######## design 1 ########
### config.mk
export PLATFORM = sky130hd
export DESIGN_NAME = varint_field_decoder
export DESIGN_NICKNAME = d
export VERILOG_FILES = /design/src/rtl/varint_pkg.sv /design/src/rtl/varint_field_decoder.sv
export SDC_FILE = /design/constraint.sdc
export NUM_CORES = 1
export LEC_CHECK = 0
export CORE_ASPECT_RATIO = 0.7
export CORE_MARGIN = 2
export CORE_UTILIZATION = 40
export CTS_BUF_LIST = sky130_fd_sc_hd__clkbuf_4 sky130_fd_sc_hd__clkbuf_8
export CTS_CLUSTER_DIAMETER = 80
export CTS_CLUSTER_SIZE = 25
export DETAILED_ROUTE_END_ITERATION = 8
export PLACE_DENSITY = 0.73
export SKIP_CTS_REPAIR_TIMING = 1
export SLEW_MARGIN = 5
export SYNTH_ARGS = -nofsm -noshare
export SYNTH_HDL_FRONTEND = slang
export SYNTH_SLANG_ARGS = --single-unit
### constraint.sdc
create_clock -name clk -period 3.3 [get_ports clk]
set_input_delay 0.66 -clock clk [delete_from_list [all_inputs] [get_ports clk]]
set_output_delay 0.66 -clock clk [all_outputs]
set_load 0.01 [all_outputs]
### src/rtl/varint_pkg.sv
// Shared types and constants for the varint field decoder.
// State encodings, widths and the zigzag helper.
package varint_pkg;

  typedef enum logic [2:0] {
    S_IDLE   = 3'b001,
    S_DECODE = 3'b010,
    S_OUTPUT = 3'b100
  } state_t;

  localparam int VARINT_MAX_BYTES = 10;
  localparam int VARINT_RAW_W     = 80;
  localparam int VARINT_VAL_W     = 64;
  localparam int VARINT_LEN_W     = 4;

  // protobuf sint mapping: even -> positive, odd -> negative
  function automatic logic [VARINT_VAL_W-1:0] zigzag(
    input logic [VARINT_VAL_W-1:0] a
  );
    return (a >> 1) ^ {VARINT_VAL_W{a[0]}};
  endfunction

endpackage

### src/rtl/varint_field_decoder.sv
// Decodes one little-endian base-128 varint per request,
// one byte per cycle, into a 64-bit field record.
module varint_field_decoder
  import varint_pkg::*;
#(
  parameter int INDEX_W = 8,
  parameter int ZIGZAG  = 0
) (
  input  logic                    clk,
  input  logic                    reset_n,
  input  logic                    varint_data_valid,
  input  logic [VARINT_RAW_W-1:0] varint_data,
  input  logic [INDEX_W-1:0]      varint_index,
  output logic                    varint_data_accepted,
  output logic                    field_valid,
  input  logic                    field_ready,
  output logic [VARINT_VAL_W-1:0] field_value,
  output logic [INDEX_W-1:0]      field_index,
  output logic [VARINT_LEN_W-1:0] field_len,
  output logic                    field_error,
  output logic [31:0]             field_count
);

  state_t r_state;
  state_t w_next;

  logic [VARINT_RAW_W-1:0] r_data;
  logic [INDEX_W-1:0]      r_index;
  logic [3:0]              r_k;
  logic [VARINT_VAL_W-1:0] r_acc;

  logic [7:0]              w_byte;
  logic [5:0]              w_shamt;
  logic [VARINT_VAL_W-1:0] w_acc;
  logic                    w_last;
  logic                    w_err;
  logic                    w_accept;
  logic                    w_done;

  assign w_byte  = r_data[{r_k, 3'b000} +: 8];
  assign w_shamt = {2'b00, r_k} * 6'd7;
  assign w_acc   = r_acc | ({57'd0, w_byte[6:0]} << w_shamt);
  assign w_last  = ~w_byte[7] | (r_k == 4'd9);
  assign w_err   = (r_k == 4'd9) & (w_byte[7] | (|w_byte[6:1]));

  // gated by reset_n so no pulse leaks out while held in reset
  assign varint_data_accepted = w_accept & reset_n;
  assign field_valid          = (r_state == S_OUTPUT);

  // next-state and handshake strobes
  always_comb begin
    w_next   = S_IDLE;
    w_accept = 1'b0;
    w_done   = 1'b0;
    case (r_state)
      S_IDLE: begin
        w_accept = varint_data_valid;
        w_next   = varint_data_valid ? S_DECODE : S_IDLE;
      end
      S_DECODE: begin
        w_done = w_last;
        w_next = w_last ? S_OUTPUT : S_DECODE;
      end
      S_OUTPUT: begin
        w_next = field_ready ? S_IDLE : S_OUTPUT;
      end
      default: w_next = S_IDLE;
    endcase
  end

  // state register
  always_ff @(posedge clk or negedge reset_n) begin
    if (!reset_n) r_state <= S_IDLE;
    else          r_state <= w_next;
  end

  // capture buffer and byte accumulator
  always_ff @(posedge clk or negedge reset_n) begin
    if (!reset_n) begin
      r_data  <= '0;
      r_index <= '0;
      r_k     <= '0;
      r_acc   <= '0;
    end else if (w_accept) begin
      r_data  <= varint_data;
      r_index <= varint_index;
      r_k     <= '0;
      r_acc   <= '0;
    end else if (r_state == S_DECODE) begin
      r_acc <= w_acc;
      if (!w_last) r_k <= r_k + 4'd1;
    end
  end

  // result registers, loaded once when decode finishes
  always_ff @(posedge clk or negedge reset_n) begin
    if (!reset_n) begin
      field_value <= '0;
      field_index <= '0;
      field_len   <= '0;
      field_error <= 1'b0;
    end else if (w_done) begin
      field_value <= (ZIGZAG != 0) ? zigzag(w_acc) : w_acc;
      field_index <= r_index;
      field_len   <= r_k + 4'd1;
      field_error <= w_err;
    end
  end

  // saturating handoff counter
  always_ff @(posedge clk or negedge reset_n) begin
    if (!reset_n) begin
      field_count <= '0;
    end else if (field_valid && field_ready &&
                 field_count != 32'hFFFF_FFFF) begin
      field_count <= field_count + 32'd1;
    end
  end

endmodule

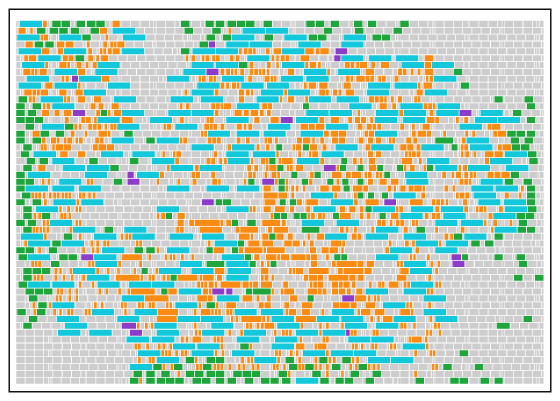
Design 1: placed cells, one color a class
Fill, decap, tap and diode cells in gray.
[orange] combinational and other logic | cells: 956 | share of their area: 36%
[green] remaining buffers and delay cells | cells: 261 | share of their area: 17%
[purple] clock drivers and dummy loads | cells: 23 | share of their area: 1.9%
[cyan] sequential cells | cells: 268 | share of their area: 45%
# rows: 53
Core Footprint: 30200 um2

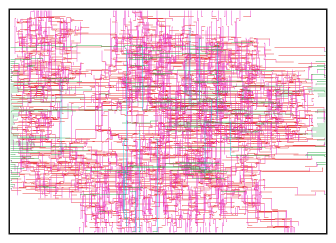
Design 1: signal wires by layer
[green] metal 3 | wire length: 2830 um
[red] metal 1 | wire length: 17100 um
[cyan] metal 4 | wire length: 689 um
[magenta] metal 2 | wire length: 14900 um
wire length after detailed routing: 35500 um
post-DR wirelength/cell: 18.5 um

==> run summary <==
The flow run is done. The first global-routing pass estimated 56800 um of wire. The class occupying the most area after layout is reported as flip-flops and latches. In this run, the clock network consumes 13.2% of the power.

The worst register-to-register path has a depth of 8. On met3, the global router reports a usage of 5.28%. The flow ran to the end, and the final reports show no timing, DRC or antenna violations.

Once the floorplan was initialized, standard cells occupied 40.9% of the core. The endpoint of the worst hold path is reported as r_data[28]. Routing resource usage on met2 recorded by global route was 32.0%. The leakage component of the power was reported as 7.04 nW. Counting only logic cells after layout, the most numerous master is sky130_fd_sc_hd__nand2_1. Worst-path maximum fanout landed at 8. The biggest area contributor in the post-synthesis netlist is sky130_fd_sc_hd__dfrtp_1. The highest metal layer carrying signal wires in the routed design is met4. After synthesis, the most frequently instantiated cells are 388 x sky130_fd_sc_hd__nand2_1, 267 x sky130_fd_sc_hd__dfrtp_1, 96 x sky130_fd_sc_hd__nor2_1.

For this design the total switching power over the nets is 4.70 mW. CTS built an H-tree with a depth of 1. Across all setup checks in the final design, the least slack found is 0.135 ns. After Yosys synthesis, AND-OR and OR-AND compound gates account for 11.8% of the synthesized area. Combinational-cell power consumption landed at 5.32 mW. The setup check on the worst reg-to-reg path leaves a slack of 0.14 ns. In this run the remaining antenna-violating nets after routing total 0. Counting flops per register, the top entry is r_data. The worst setup path is captured at a register. Global placement routability congestion landed at 0.891. Required arrival time at the worst endpoint landed at 3.73 ns. TritonCTS built the clock tree. Counting flops with a built-in enable in the synthesized netlist gives 0. Ranked by total cell area, the synthesized netlist is headed by sky130_fd_sc_hd__dfrtp_1 54%, sky130_fd_sc_hd__nand2_1 12%, sky130_fd_sc_hd__o21ai_0 3.0%, sky130_fd_sc_hd__nor2_1 2.9%, sky130_fd_sc_hd__a21oi_1 2.6%. In this run the cell area measured after placement is 15100 um2.

Number of OpenROAD warnings landed at 34. By startpoint and endpoint, the worst setup path is classified as register to register. For met1 alone, demand over resource in global routing was 33.5%.

Ranking logic cells in the layout by count gives the top entries 388 x sky130_fd_sc_hd__nand2_1, 266 x sky130_fd_sc_hd__dfrtp_1, 201 x sky130_fd_sc_hd__clkdlybuf4s50_1, 94 x sky130_fd_sc_hd__nor2_1, 74 x sky130_fd_sc_hd__o21ai_0. The worst VDD IR drop from the latest analysis is 0.326 mV. The worst hold path begins at r_data[28].

The most frequently used library cell after synthesis is sky130_fd_sc_hd__nand2_1.
-- critical path, cell delays in order (launching register included) --
cell	delay, ns
sky130_fd_sc_hd__dfrtp_2	0.55
sky130_fd_sc_hd__buf_4	0.18
sky130_fd_sc_hd__mux4_2	0.52
sky130_fd_sc_hd__o22ai_2	0.32
sky130_fd_sc_hd__o21ai_2	0.12
sky130_fd_sc_hd__mux4_2	0.51
sky130_fd_sc_hd__mux2_4	0.33
sky130_fd_sc_hd__a2111oi_0	0.43
sky130_fd_sc_hd__nor3_1	0.09

######## design 2 ########
$ cat config.mk
export PLATFORM = sky130hd
export DESIGN_NAME = cdb_arbiter
export DESIGN_NICKNAME = d
export VERILOG_FILES = /design/src/rtl/rv32i_types.sv /design/src/rtl/rr_arbiter.sv /design/src/rtl/cdb_arbiter.sv
export SDC_FILE = /design/constraint.sdc
export NUM_CORES = 1
export LEC_CHECK = 0
export ABC_AREA = 1
export ABC_CLOCK_PERIOD_IN_PS = 2400
export CAP_MARGIN = 5
export CORE_ASPECT_RATIO = 1.1
export CORE_MARGIN = 2
export CORE_UTILIZATION = 36
export DETAILED_ROUTE_END_ITERATION = 12
export PLACE_DENSITY = 0.83
export SYNTH_ARGS = -nofsm -noshare
export SYNTH_HDL_FRONTEND = slang
export SYNTH_SLANG_ARGS = --single-unit
$ cat constraint.sdc
create_clock -name clk -period 2.4 [get_ports clk]
set_clock_uncertainty 0.15 [all_clocks]
set_input_delay 0.48 -clock clk [delete_from_list [all_inputs] [get_ports clk]]
set_output_delay 0.48 -clock clk [all_outputs]
set_load 0.01 [all_outputs]
$ cat src/rtl/rv32i_types.sv
//------------------------------------------------------------------------------
// Module   : rv32i_types
// Brief    : Shared CDB constants and broadcast record type.
// Revision : 1.0 - initial release
//------------------------------------------------------------------------------
`default_nettype none

package rv32i_types;

    localparam int TAG_W  = 4;
    localparam int DATA_W = 32;

    typedef struct packed {
        logic              vld;
        logic [TAG_W-1:0]  tag;
        logic [DATA_W-1:0] wdata;
    } cdb_t;

endpackage

`default_nettype wire

$ cat src/rtl/rr_arbiter.sv
//------------------------------------------------------------------------------
// Module   : rr_arbiter
// Brief    : Combinational round-robin arbiter, search starts at ptr and wraps.
// Revision : 1.0 - initial release
//------------------------------------------------------------------------------
`default_nettype none

module rr_arbiter #(
    parameter int N     = 4,
    parameter int PTR_W = $clog2(N)
) (
    input  logic [N-1:0]     req,
    input  logic [PTR_W-1:0] ptr,
    output logic [N-1:0]     grant,
    output logic [PTR_W-1:0] grant_idx,
    output logic             any_grant
);

    logic [PTR_W:0]   w_sum;
    logic [PTR_W-1:0] w_pos;

    // One extra bit on the sum handles the wrap for non-power-of-two N.
    always_comb begin
        grant     = '0;
        grant_idx = '0;
        any_grant = 1'b0;
        w_sum     = '0;
        w_pos     = '0;
        for (int k = 0; k < N; k++) begin
            w_sum = {1'b0, ptr} + (PTR_W+1)'(k);
            if (w_sum >= (PTR_W+1)'(N)) begin
                w_sum = w_sum - (PTR_W+1)'(N);
            end
            w_pos = w_sum[PTR_W-1:0];
            if (!any_grant && req[w_pos]) begin
                grant[w_pos] = 1'b1;
                grant_idx    = w_pos;
                any_grant    = 1'b1;
            end
        end
    end

endmodule

`default_nettype wire

$ cat src/rtl/cdb_arbiter.sv
//------------------------------------------------------------------------------
// Module   : cdb_arbiter
// Brief    : Round-robin CDB arbiter with a registered one-cycle broadcast.
// Revision : 1.0 - initial release
//------------------------------------------------------------------------------
`default_nettype none

module cdb_arbiter #(
    parameter int  N_EXU  = 4,
    parameter int  TAG_W  = rv32i_types::TAG_W,
    parameter int  DATA_W = rv32i_types::DATA_W,
    localparam int PTR_W  = $clog2(N_EXU)
) (
    input  logic                      clk,
    input  logic                      rst,
    input  logic                      flush,
    input  logic [N_EXU-1:0]          exu_req,
    input  logic [N_EXU*TAG_W-1:0]    exu_tag,
    input  logic [N_EXU*DATA_W-1:0]   exu_wdata,
    output logic [N_EXU-1:0]          exu_rdy,
    output logic                      cdb_vld,
    output logic [TAG_W-1:0]          cdb_tag,
    output logic [DATA_W-1:0]         cdb_wdata
);

    // Same layout as rv32i_types::cdb_t, sized by this instance's parameters.
    typedef struct packed {
        logic              vld;
        logic [TAG_W-1:0]  tag;
        logic [DATA_W-1:0] wdata;
    } bcast_t;

    logic [N_EXU-1:0]  w_req;
    logic [N_EXU-1:0]  w_grant;
    logic [PTR_W-1:0]  w_idx;
    logic              w_any;
    logic [PTR_W-1:0]  w_ptr_nxt;
    logic [TAG_W-1:0]  w_tag;
    logic [DATA_W-1:0] w_wdata;
    logic [PTR_W-1:0]  r_ptr;
    bcast_t            r_bcast;

    // Masking requests gives rst priority over flush and flush over grant.
    assign w_req = (rst || flush) ? '0 : exu_req;

    rr_arbiter #(
        .N     (N_EXU),
        .PTR_W (PTR_W)
    ) u_rr (
        .req       (w_req),
        .ptr       (r_ptr),
        .grant     (w_grant),
        .grant_idx (w_idx),
        .any_grant (w_any)
    );

    assign exu_rdy   = w_grant;
    assign w_ptr_nxt = (w_idx == PTR_W'(N_EXU-1)) ? '0 : w_idx + 1'b1;

    always_comb begin
        w_tag   = '0;
        w_wdata = '0;
        for (int i = 0; i < N_EXU; i++) begin
            if (w_grant[i]) begin
                w_tag   = exu_tag[i*TAG_W +: TAG_W];
                w_wdata = exu_wdata[i*DATA_W +: DATA_W];
            end
        end
    end

    always_ff @(posedge clk) begin
        if (rst) begin
            r_bcast <= '0;
            r_ptr   <= '0;
        end else begin
            r_bcast.vld <= w_any;
            if (w_any) begin
                r_bcast.tag   <= w_tag;
                r_bcast.wdata <= w_wdata;
                r_ptr         <= w_ptr_nxt;
            end
        end
    end

    assign cdb_vld   = r_bcast.vld;
    assign cdb_tag   = r_bcast.tag;
    assign cdb_wdata = r_bcast.wdata;

endmodule

`default_nettype wire

==> run summary <==
The flow run is done. The flow ran to the end, but the final reports show violations. The final reports fail on setup timing. For the worst setup path, the data arrival time is 1.87 ns. Number of instances on the worst hold path landed at 3. Flip-flop count of the largest register after layout landed at 32. Total power of the final layout landed at 7.03 mW. For reference, the most critical setup path is categorized as register to output port. Total placed instance area landed at 5560 um2. Share of the yosys chip area belonging to registers landed at 22.8%. Hold-fix buffer count after cts landed at 0.

Number of max-slew violations in the final report landed at 0. First-iteration detailed-routing DRC count landed at 345. By area, the combinational part of the netlist is dominated by AND-OR/OR-AND gates. 0 antenna diodes ended up in the layout. TritonCTS built the clock tree. Post-route period utilization is reported as 104%.

Sequential group share of total power landed at 14.1%. Across all checked pins, the minimum headroom to the slew limit is 72.1%. The final timing report gives a worst setup slack of -0.0994 ns. After synthesis, the design contains 498 cells according to Yosys. During I/O placement, the number of pins put on the boundary was 192. Number of nets at floorplan landed at 655.

Of the total synthesized cell area, the portion taken by AND-OR and OR-AND cells is 34.4%. TritonCTS reports the number of clock sinks as 39. Global-route track usage on met1 landed at 30.1%. For flop-to-flop paths, the worst setup slack is -0.07 ns. Per the timing report, the biggest fanout along the worst path comes to 4. Remaining global-route overflow landed at 0. STA reports the tightest min-delay check as being of type input pin to register. Pre-placement core utilization landed at 36.9%. Detailed-route DRC error count landed at 0.

The timing report gives the biggest stage delay along the critical path as 0.38 ns. Total setup violations reported at the end of the flow landed at 5. Cell depth of the worst setup path landed at 10. The synthesized netlist has a Yosys-reported chip area of 3430 um2. In the synthesized netlist the dominant register cell turns out to be sky130_fd_sc_hd__dfxtp_1. Accumulated negative setup slack landed at -0.395 ns.

Fraction of synthesis flops using an asynchronous set or reset pin landed at 0%. Per the CTS log, the maximum H-tree level is 2. The endpoint identified for the worst register-to-register timing path is r_ptr[1]. Timing-limited maximum frequency landed at 0.400 GHz. The synthesized design contains 0 enable-type register cells. Met3 track utilization from global routing landed at 4.40%. Flip-flop and latch count after synthesis landed at 39.

Simple-gate share of the synthesized area landed at 31.3%. Per the cell usage report, the commonest logic cells after layout are 181 x sky130_fd_sc_hd__clkdlybuf4s50_1, 91 x sky130_fd_sc_hd__nand2_1, 86 x sky130_fd_sc_hd__a21oi_1, 61 x sky130_fd_sc_hd__a21oi_2, 41 x sky130_fd_sc_hd__nand3_1.
[through the flow]
step / hold WS [ns] / setup slack, ns
after detailed placement: 0.379 / -0.787
final: 0.347 / -0.0994
after CTS: 0.346 / -0.0552
after global placement: 0.374 / -0.741
after global routing: 0.352 / -0.183
after floorplan: 0.346 / 0.0563
[layout make-up]
| type | instances | area (um2) |
|---|---|---|
| timing repair buffer | 247 | 2650 |
| fill | 794 | 3120 |
| sequential | 39 | 786 |
| inverter | 12 | 65.1 |
| clock buffer | 6 | 72.6 |
| multi-input combinational | 411 | 2450 |
| clock inverter | 2 | 12.5 |
| tap | 117 | 146 |
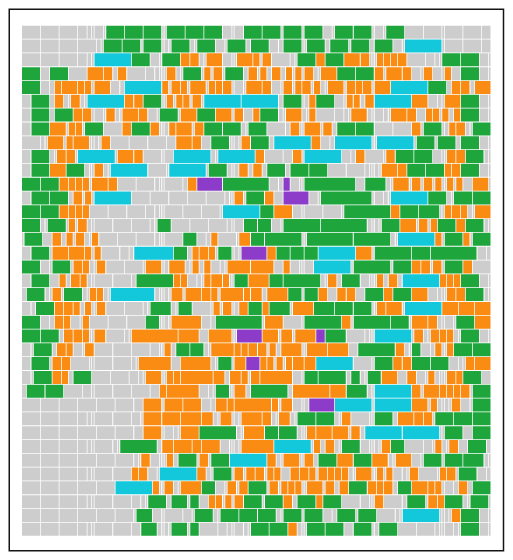
Design 2: placed cells, one color a class
Fill, decap, tap and diode cells in gray.
[purple] clock drivers and dummy loads | cells: 8 | share of their area: 1.4%
[green] remaining buffers and delay cells | cells: 247 | share of their area: 44%
[orange] combinational and other logic | cells: 423 | share of their area: 42%
[cyan] sequential cells | cells: 39 | share of their area: 13%
post-route cell area: 6180 um2
fin util: 66.4%
sequential portion of the cell area: 12.7%
# rows: 37
Core Footprint: 9310 um2

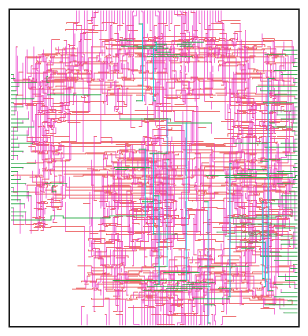
Design 2: signal wires by layer
[cyan] metal 4 | wire length: 424 um
[magenta] metal 2 | wire length: 7470 um
[red] metal 1 | wire length: 5860 um
[green] metal 3 | wire length: 1010 um
total via count in the routed design: 4479
wire length after detailed routing: 14800 um

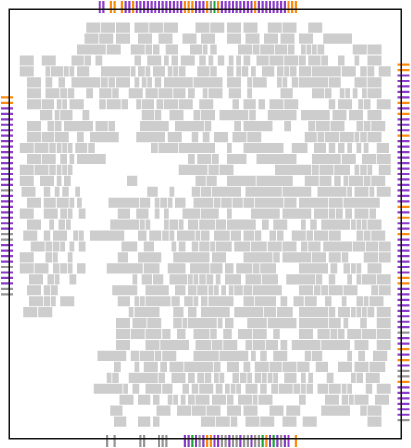
Design 2: pin map
Pins as bars across the die edge, other pins in gray.
[green] `cdb_tag` | pins: 4 | direction: output | edge: 3 bottom, 1 top
[purple] `exu_wdata` | pins: 128 | direction: input | edge: 49 right, 37 top, 29 left, 13 bottom
[orange] `cdb_wdata` | pins: 32 | direction: output | edge: 13 top, 13 right, 4 bottom, 2 left
count of port buffers added during placement: 191
die span in y: 106 um
Die W: 97.1 um


######## design 3 ########
<file path="src/rtl/global_types.sv">
// Shared stream types, widths and FSM states for the packet source.
package global_types;

    localparam int DATA_W     = 64;
    localparam int DATA_BYTES = DATA_W / 8;
    localparam int EMPTY_W    = $clog2(DATA_BYTES);
    // 8192 beats of 8 bytes cover the full 16-bit packet length
    localparam int BEAT_W     = 13;

    typedef struct packed {
        logic [DATA_W-1:0]  data;
        logic               sop;
        logic               eop;
        logic [EMPTY_W-1:0] empty;
    } Line;

    typedef struct packed {
        Line  line;
        logic valid;
    } avln_st;

    typedef enum logic [1:0] {
        ST_IDLE,
        ST_SEND,
        ST_GAP
    } pkt_state_e;

endpackage

</file>
<file path="src/rtl/pkt_beat_gen.sv">
// Combinational beat builder: payload bytes, sop/eop and empty for one beat
// of a packet, given the packet index, beat index and packet length.
module pkt_beat_gen
    import global_types::*;
(
    input  logic [7:0]        pkt_idx,
    input  logic [BEAT_W-1:0] beat_idx,
    input  logic [15:0]       pkt_len,
    output Line               line
);

    logic [16:0] base;
    logic [16:0] len_ext;

    assign base    = 17'(beat_idx) << EMPTY_W;
    assign len_ext = {1'b0, pkt_len};

    // Byte k of the packet carries (packet index + k); bytes past the end are zero
    always_comb begin
        line     = '0;
        line.sop = (beat_idx == '0);
        line.eop = (base + 17'(DATA_BYTES)) >= len_ext;
        for (int j = 0; j < DATA_BYTES; j++) begin
            if ((base + 17'(j)) < len_ext) begin
                line.data[DATA_W-1-8*j -: 8] = pkt_idx + 8'(base + 17'(j));
            end
        end
        if (line.eop) begin
            line.empty = EMPTY_W'(0) - pkt_len[EMPTY_W-1:0];
        end
    end

endmodule

</file>
<file path="src/rtl/pkt_source.sv">
// Avalon-ST packet burst source: on an accepted start it emits pkt_cnt
// packets of pkt_len bytes, with GAP_CYC idle cycles between packets.
module pkt_source
    import global_types::*;
#(
    parameter int GAP_CYC = 2
)
(
    input  logic        sys_clk,
    input  logic        reset,
    input  logic        start,
    input  logic [15:0] pkt_len,
    input  logic [15:0] pkt_cnt,
    output logic        busy,
    output logic        done,
    output logic        err,
    output avln_st      out,
    input  logic        out_ready
);

    localparam logic [15:0] GAP_LAST = (GAP_CYC > 0) ? 16'(GAP_CYC - 1) : 16'd0;

    pkt_state_e        state;
    logic [15:0]       len_q;
    logic [15:0]       rem_q;
    logic [7:0]        pkt_idx;
    logic [BEAT_W-1:0] beat_idx;
    logic [15:0]       gap_cnt;

    logic [7:0]        gen_pkt;
    logic [BEAT_W-1:0] gen_beat;
    logic [15:0]       gen_len;
    Line               gen_line;
    logic              xfer;

    assign xfer = out.valid && out_ready;

    // Select which beat to prepare next: first beat of a burst, next beat, or next packet
    always_comb begin
        gen_pkt  = pkt_idx;
        gen_beat = '0;
        gen_len  = len_q;
        case (state)
            ST_IDLE: begin
                gen_pkt = '0;
                gen_len = pkt_len;
            end
            ST_SEND: begin
                if (out.line.eop) begin
                    gen_pkt = pkt_idx + 8'd1;
                end else begin
                    gen_beat = beat_idx + BEAT_W'(1);
                end
            end
            default: begin
            end
        endcase
    end

    pkt_beat_gen u_beat_gen (
        .pkt_idx  (gen_pkt),
        .beat_idx (gen_beat),
        .pkt_len  (gen_len),
        .line     (gen_line)
    );

    // Burst FSM with registered stream and status outputs
    always_ff @(posedge sys_clk or posedge reset) begin
        if (reset) begin
            state    <= ST_IDLE;
            len_q    <= '0;
            rem_q    <= '0;
            pkt_idx  <= '0;
            beat_idx <= '0;
            gap_cnt  <= '0;
            out      <= '0;
            busy     <= 1'b0;
            done     <= 1'b0;
            err      <= 1'b0;
        end else begin
            done <= 1'b0;
            case (state)
                ST_IDLE: begin
                    if (start) begin
                        if (pkt_len == 16'd0 || pkt_cnt == 16'd0) begin
                            err <= 1'b1;
                        end else begin
                            err       <= 1'b0;
                            busy      <= 1'b1;
                            len_q     <= pkt_len;
                            rem_q     <= pkt_cnt;
                            pkt_idx   <= gen_pkt;
                            beat_idx  <= gen_beat;
                            out.line  <= gen_line;
                            out.valid <= 1'b1;
                            state     <= ST_SEND;
                        end
                    end
                end
                ST_SEND: begin
                    if (xfer) begin
                        pkt_idx  <= gen_pkt;
                        beat_idx <= gen_beat;
                        if (!out.line.eop) begin
                            out.line <= gen_line;
                        end else if (rem_q == 16'd1) begin
                            state <= ST_IDLE;
                            busy  <= 1'b0;
                            done  <= 1'b1;
                            out   <= '0;
                        end else begin
                            rem_q <= rem_q - 16'd1;
                            if (GAP_CYC == 0) begin
                                out.line <= gen_line;
                            end else begin
                                state   <= ST_GAP;
                                gap_cnt <= '0;
                                out     <= '0;
                            end
                        end
                    end
                end
                ST_GAP: begin
                    if (gap_cnt == GAP_LAST) begin
                        state     <= ST_SEND;
                        out.line  <= gen_line;
                        out.valid <= 1'b1;
                    end else begin
                        gap_cnt <= gap_cnt + 16'd1;
                    end
                end
                default: begin
                    state <= ST_IDLE;
                end
            endcase
        end
    end

endmodule
</file>
<file path="config.mk">
export PLATFORM = sky130hd
export DESIGN_NAME = pkt_source
export DESIGN_NICKNAME = d
export VERILOG_FILES = /design/src/rtl/global_types.sv /design/src/rtl/pkt_beat_gen.sv /design/src/rtl/pkt_source.sv
export SDC_FILE = /design/constraint.sdc
export NUM_CORES = 1
export LEC_CHECK = 0
export CAP_MARGIN = 10
export CORE_MARGIN = 2
export CORE_UTILIZATION = 45
export DETAILED_ROUTE_END_ITERATION = 10
export HOLD_SLACK_MARGIN = 0.1
export PLACE_DENSITY = 0.69
export SETUP_SLACK_MARGIN = 0.05
export SKIP_LAST_GASP = 1
export SYNTH_ARGS = -nofsm -noshare
export SYNTH_HDL_FRONTEND = slang
export SYNTH_SLANG_ARGS = --single-unit
</file>
<file path="constraint.sdc">
create_clock -name sys_clk -period 4.8 [get_ports sys_clk]
set_input_delay 0.96 -clock sys_clk [delete_from_list [all_inputs] [get_ports sys_clk]]
set_output_delay 0.96 -clock sys_clk [all_outputs]
set_load 0.02 [all_outputs]
</file>
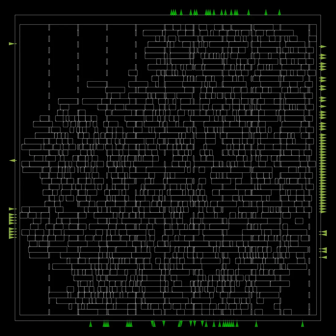
Design 3: placed standard cells
sequential portion of the cell area: 32.6%
number of sequential cells in the layout: 144

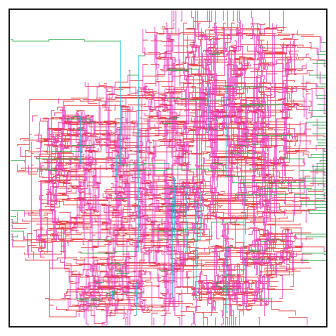
Design 3: signal wires by layer
[green] metal 3 | wire length: 1090 um
[magenta] metal 2 | wire length: 11200 um
[red] metal 1 | wire length: 11400 um
[cyan] metal 4 | wire length: 503 um
total via count in the routed design: 7751
GRT Overall Usage: 22.9%

==> run summary <==
The flow run is done. Slack of the worst reg-to-reg path landed at 0.60 ns. Remaining global-route overflow landed at 0. Number of nets with antenna violations after routing landed at 0. The required time at the worst endpoint is listed as 5.09 ns. The number of hold buffers added after CTS was 0. The placed instances occupy a cell area of 10500 um2. STA lists the startpoint of the worst hold path as out[69]. The switching portion of total power comes to 45.7%.

For hold timing, the worst endpoint is out[69]. Power attributed to sequential cells is 2.10 mW. Per the OpenROAD floorplan log, the area of the die is 21300 um2.

Share of the clock period used by the worst path landed at 87.6%. Per the run report, area growth between synthesis and finish was 21.7%. In this run the mean area of a mapped cell was 9.27 um2. Setup total negative slack on the finished layout was measured at 0 ns. Per the CTS log, the root buffer master is sky130_fd_sc_hd__clkbuf_16. Timing-limited maximum frequency landed at 0.238 GHz.

Core utilization of the finished layout landed at 56.2%. Per the cell usage report, the commonest logic cells after layout are 144 x sky130_fd_sc_hd__dfrtp_1, 113 x sky130_fd_sc_hd__nand2_1, 108 x sky130_fd_sc_hd__clkdlybuf4s50_1, 62 x sky130_fd_sc_hd__nor2_1, 54 x sky130_fd_sc_hd__a21oi_1. The power report puts the leakage power at 4.81 nW.

Per STA, the endpoint of the critical path is out[3]. Floorplan row count landed at 51. Flip-flop and latch count after synthesis landed at 144.

Buffer depth of the longest clock path landed at 2. Looking at the setup timing report, the critical path kind is register to register. Final cell count without fillers landed at 1346.

Total buffers and inverters traversed by the critical path landed at 1. The run finished with clean final reports. TritonCTS built the clock tree.

Fraction of synthesis flops using an asynchronous set or reset pin landed at 100%. The logs give a warning total of 38. Number of max-cap violations landed at 0. The clock network burns 16.1% of the power. The report gives the cell count of the worst hold path as 2. The skew report gives the latency at the later pin of the worst-skew pair as 0.43 ns. Detailed-route DRC error count landed at 0. Summed standard-cell area reported by yosys landed at 9070 um2.

According to the dpl log, the detail-placed design has an HPWL of 18000 um. Multiplexer share of the synthesized area landed at 6.22%. Total number of clock tree sinks landed at 144. Power per cell area landed at 734 nW/um2.

Sequential group share of total power landed at 25.9%.
==> layer usage <==
layer	share of wire, %	global-route usage [%]
met1	47	32.0
met5	0	0
met3	4.5	3.54
met4	2.1	8.16
met2	46	36.3
==> layout make-up <==
type                       count  area (um2)
clock buffer                  17         425
tap                          265         332
multi-input combinational    752        5150
inverter                      25        97.6
sequential                   144        3600
timing repair buffer         128        1280
fill                        1781        8610
clock inverter                15         150
==> sequential cells by signal (all words and copies together), names as in the netlist <==
signal and cells:
beat_idx 13, busy 1, done 1, err 1, gap_cnt 16, len_q 16, out 70, pkt_idx 8
rem_q 16, state 2


==> screenshots <==
Clock distribution.
picture 1
Bar = 50 um.
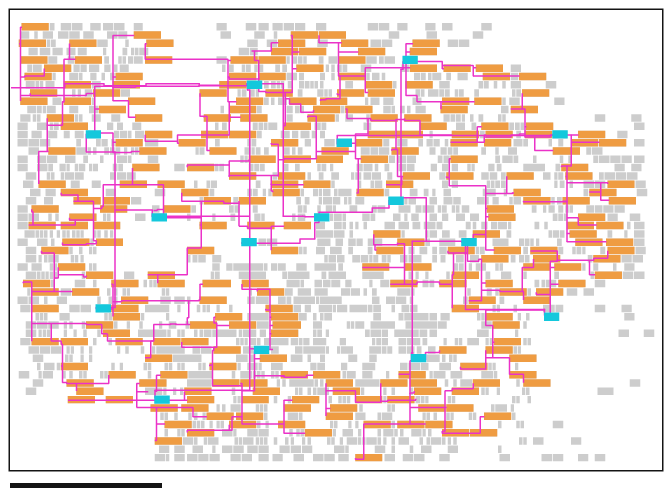
picture 2
Bar = 20 um.
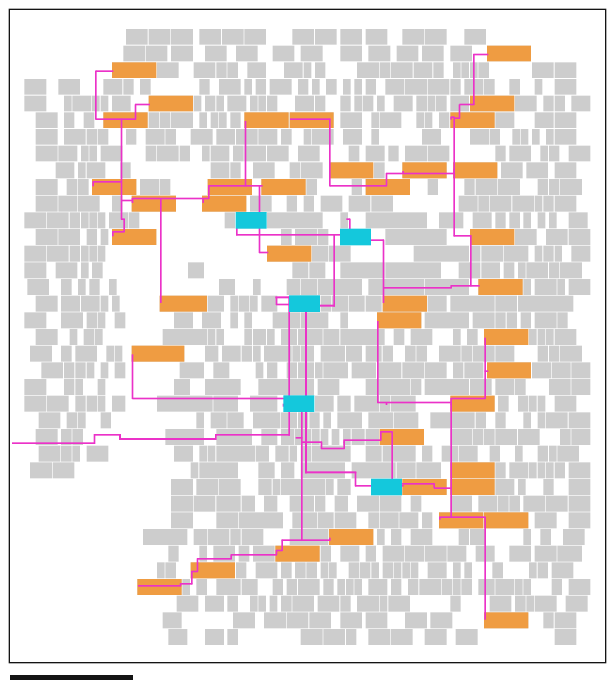
picture 3
Bar = 50 um.
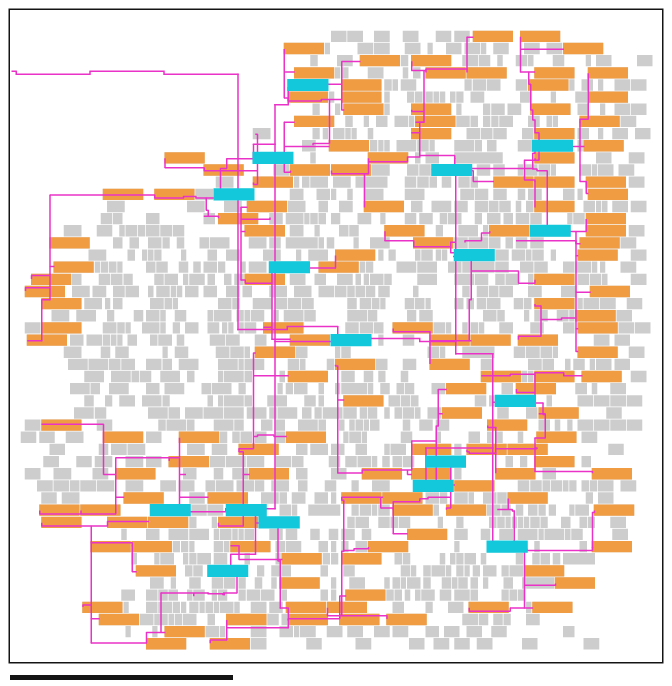
- largest die: picture 1
- most sequential cells: picture 1
Picture 1 comes from design 1.
Picture 2 comes from design 2.
Picture 3 comes from design 3.

Key to picture 3:
[orange] flip-flops | count: 144
[cyan] clock drivers | count: 17
[magenta] clock wires | length: 1940 um
routed clock nets: 18

Power figures rest on the tool's default switching activity, not on a simulated workload.
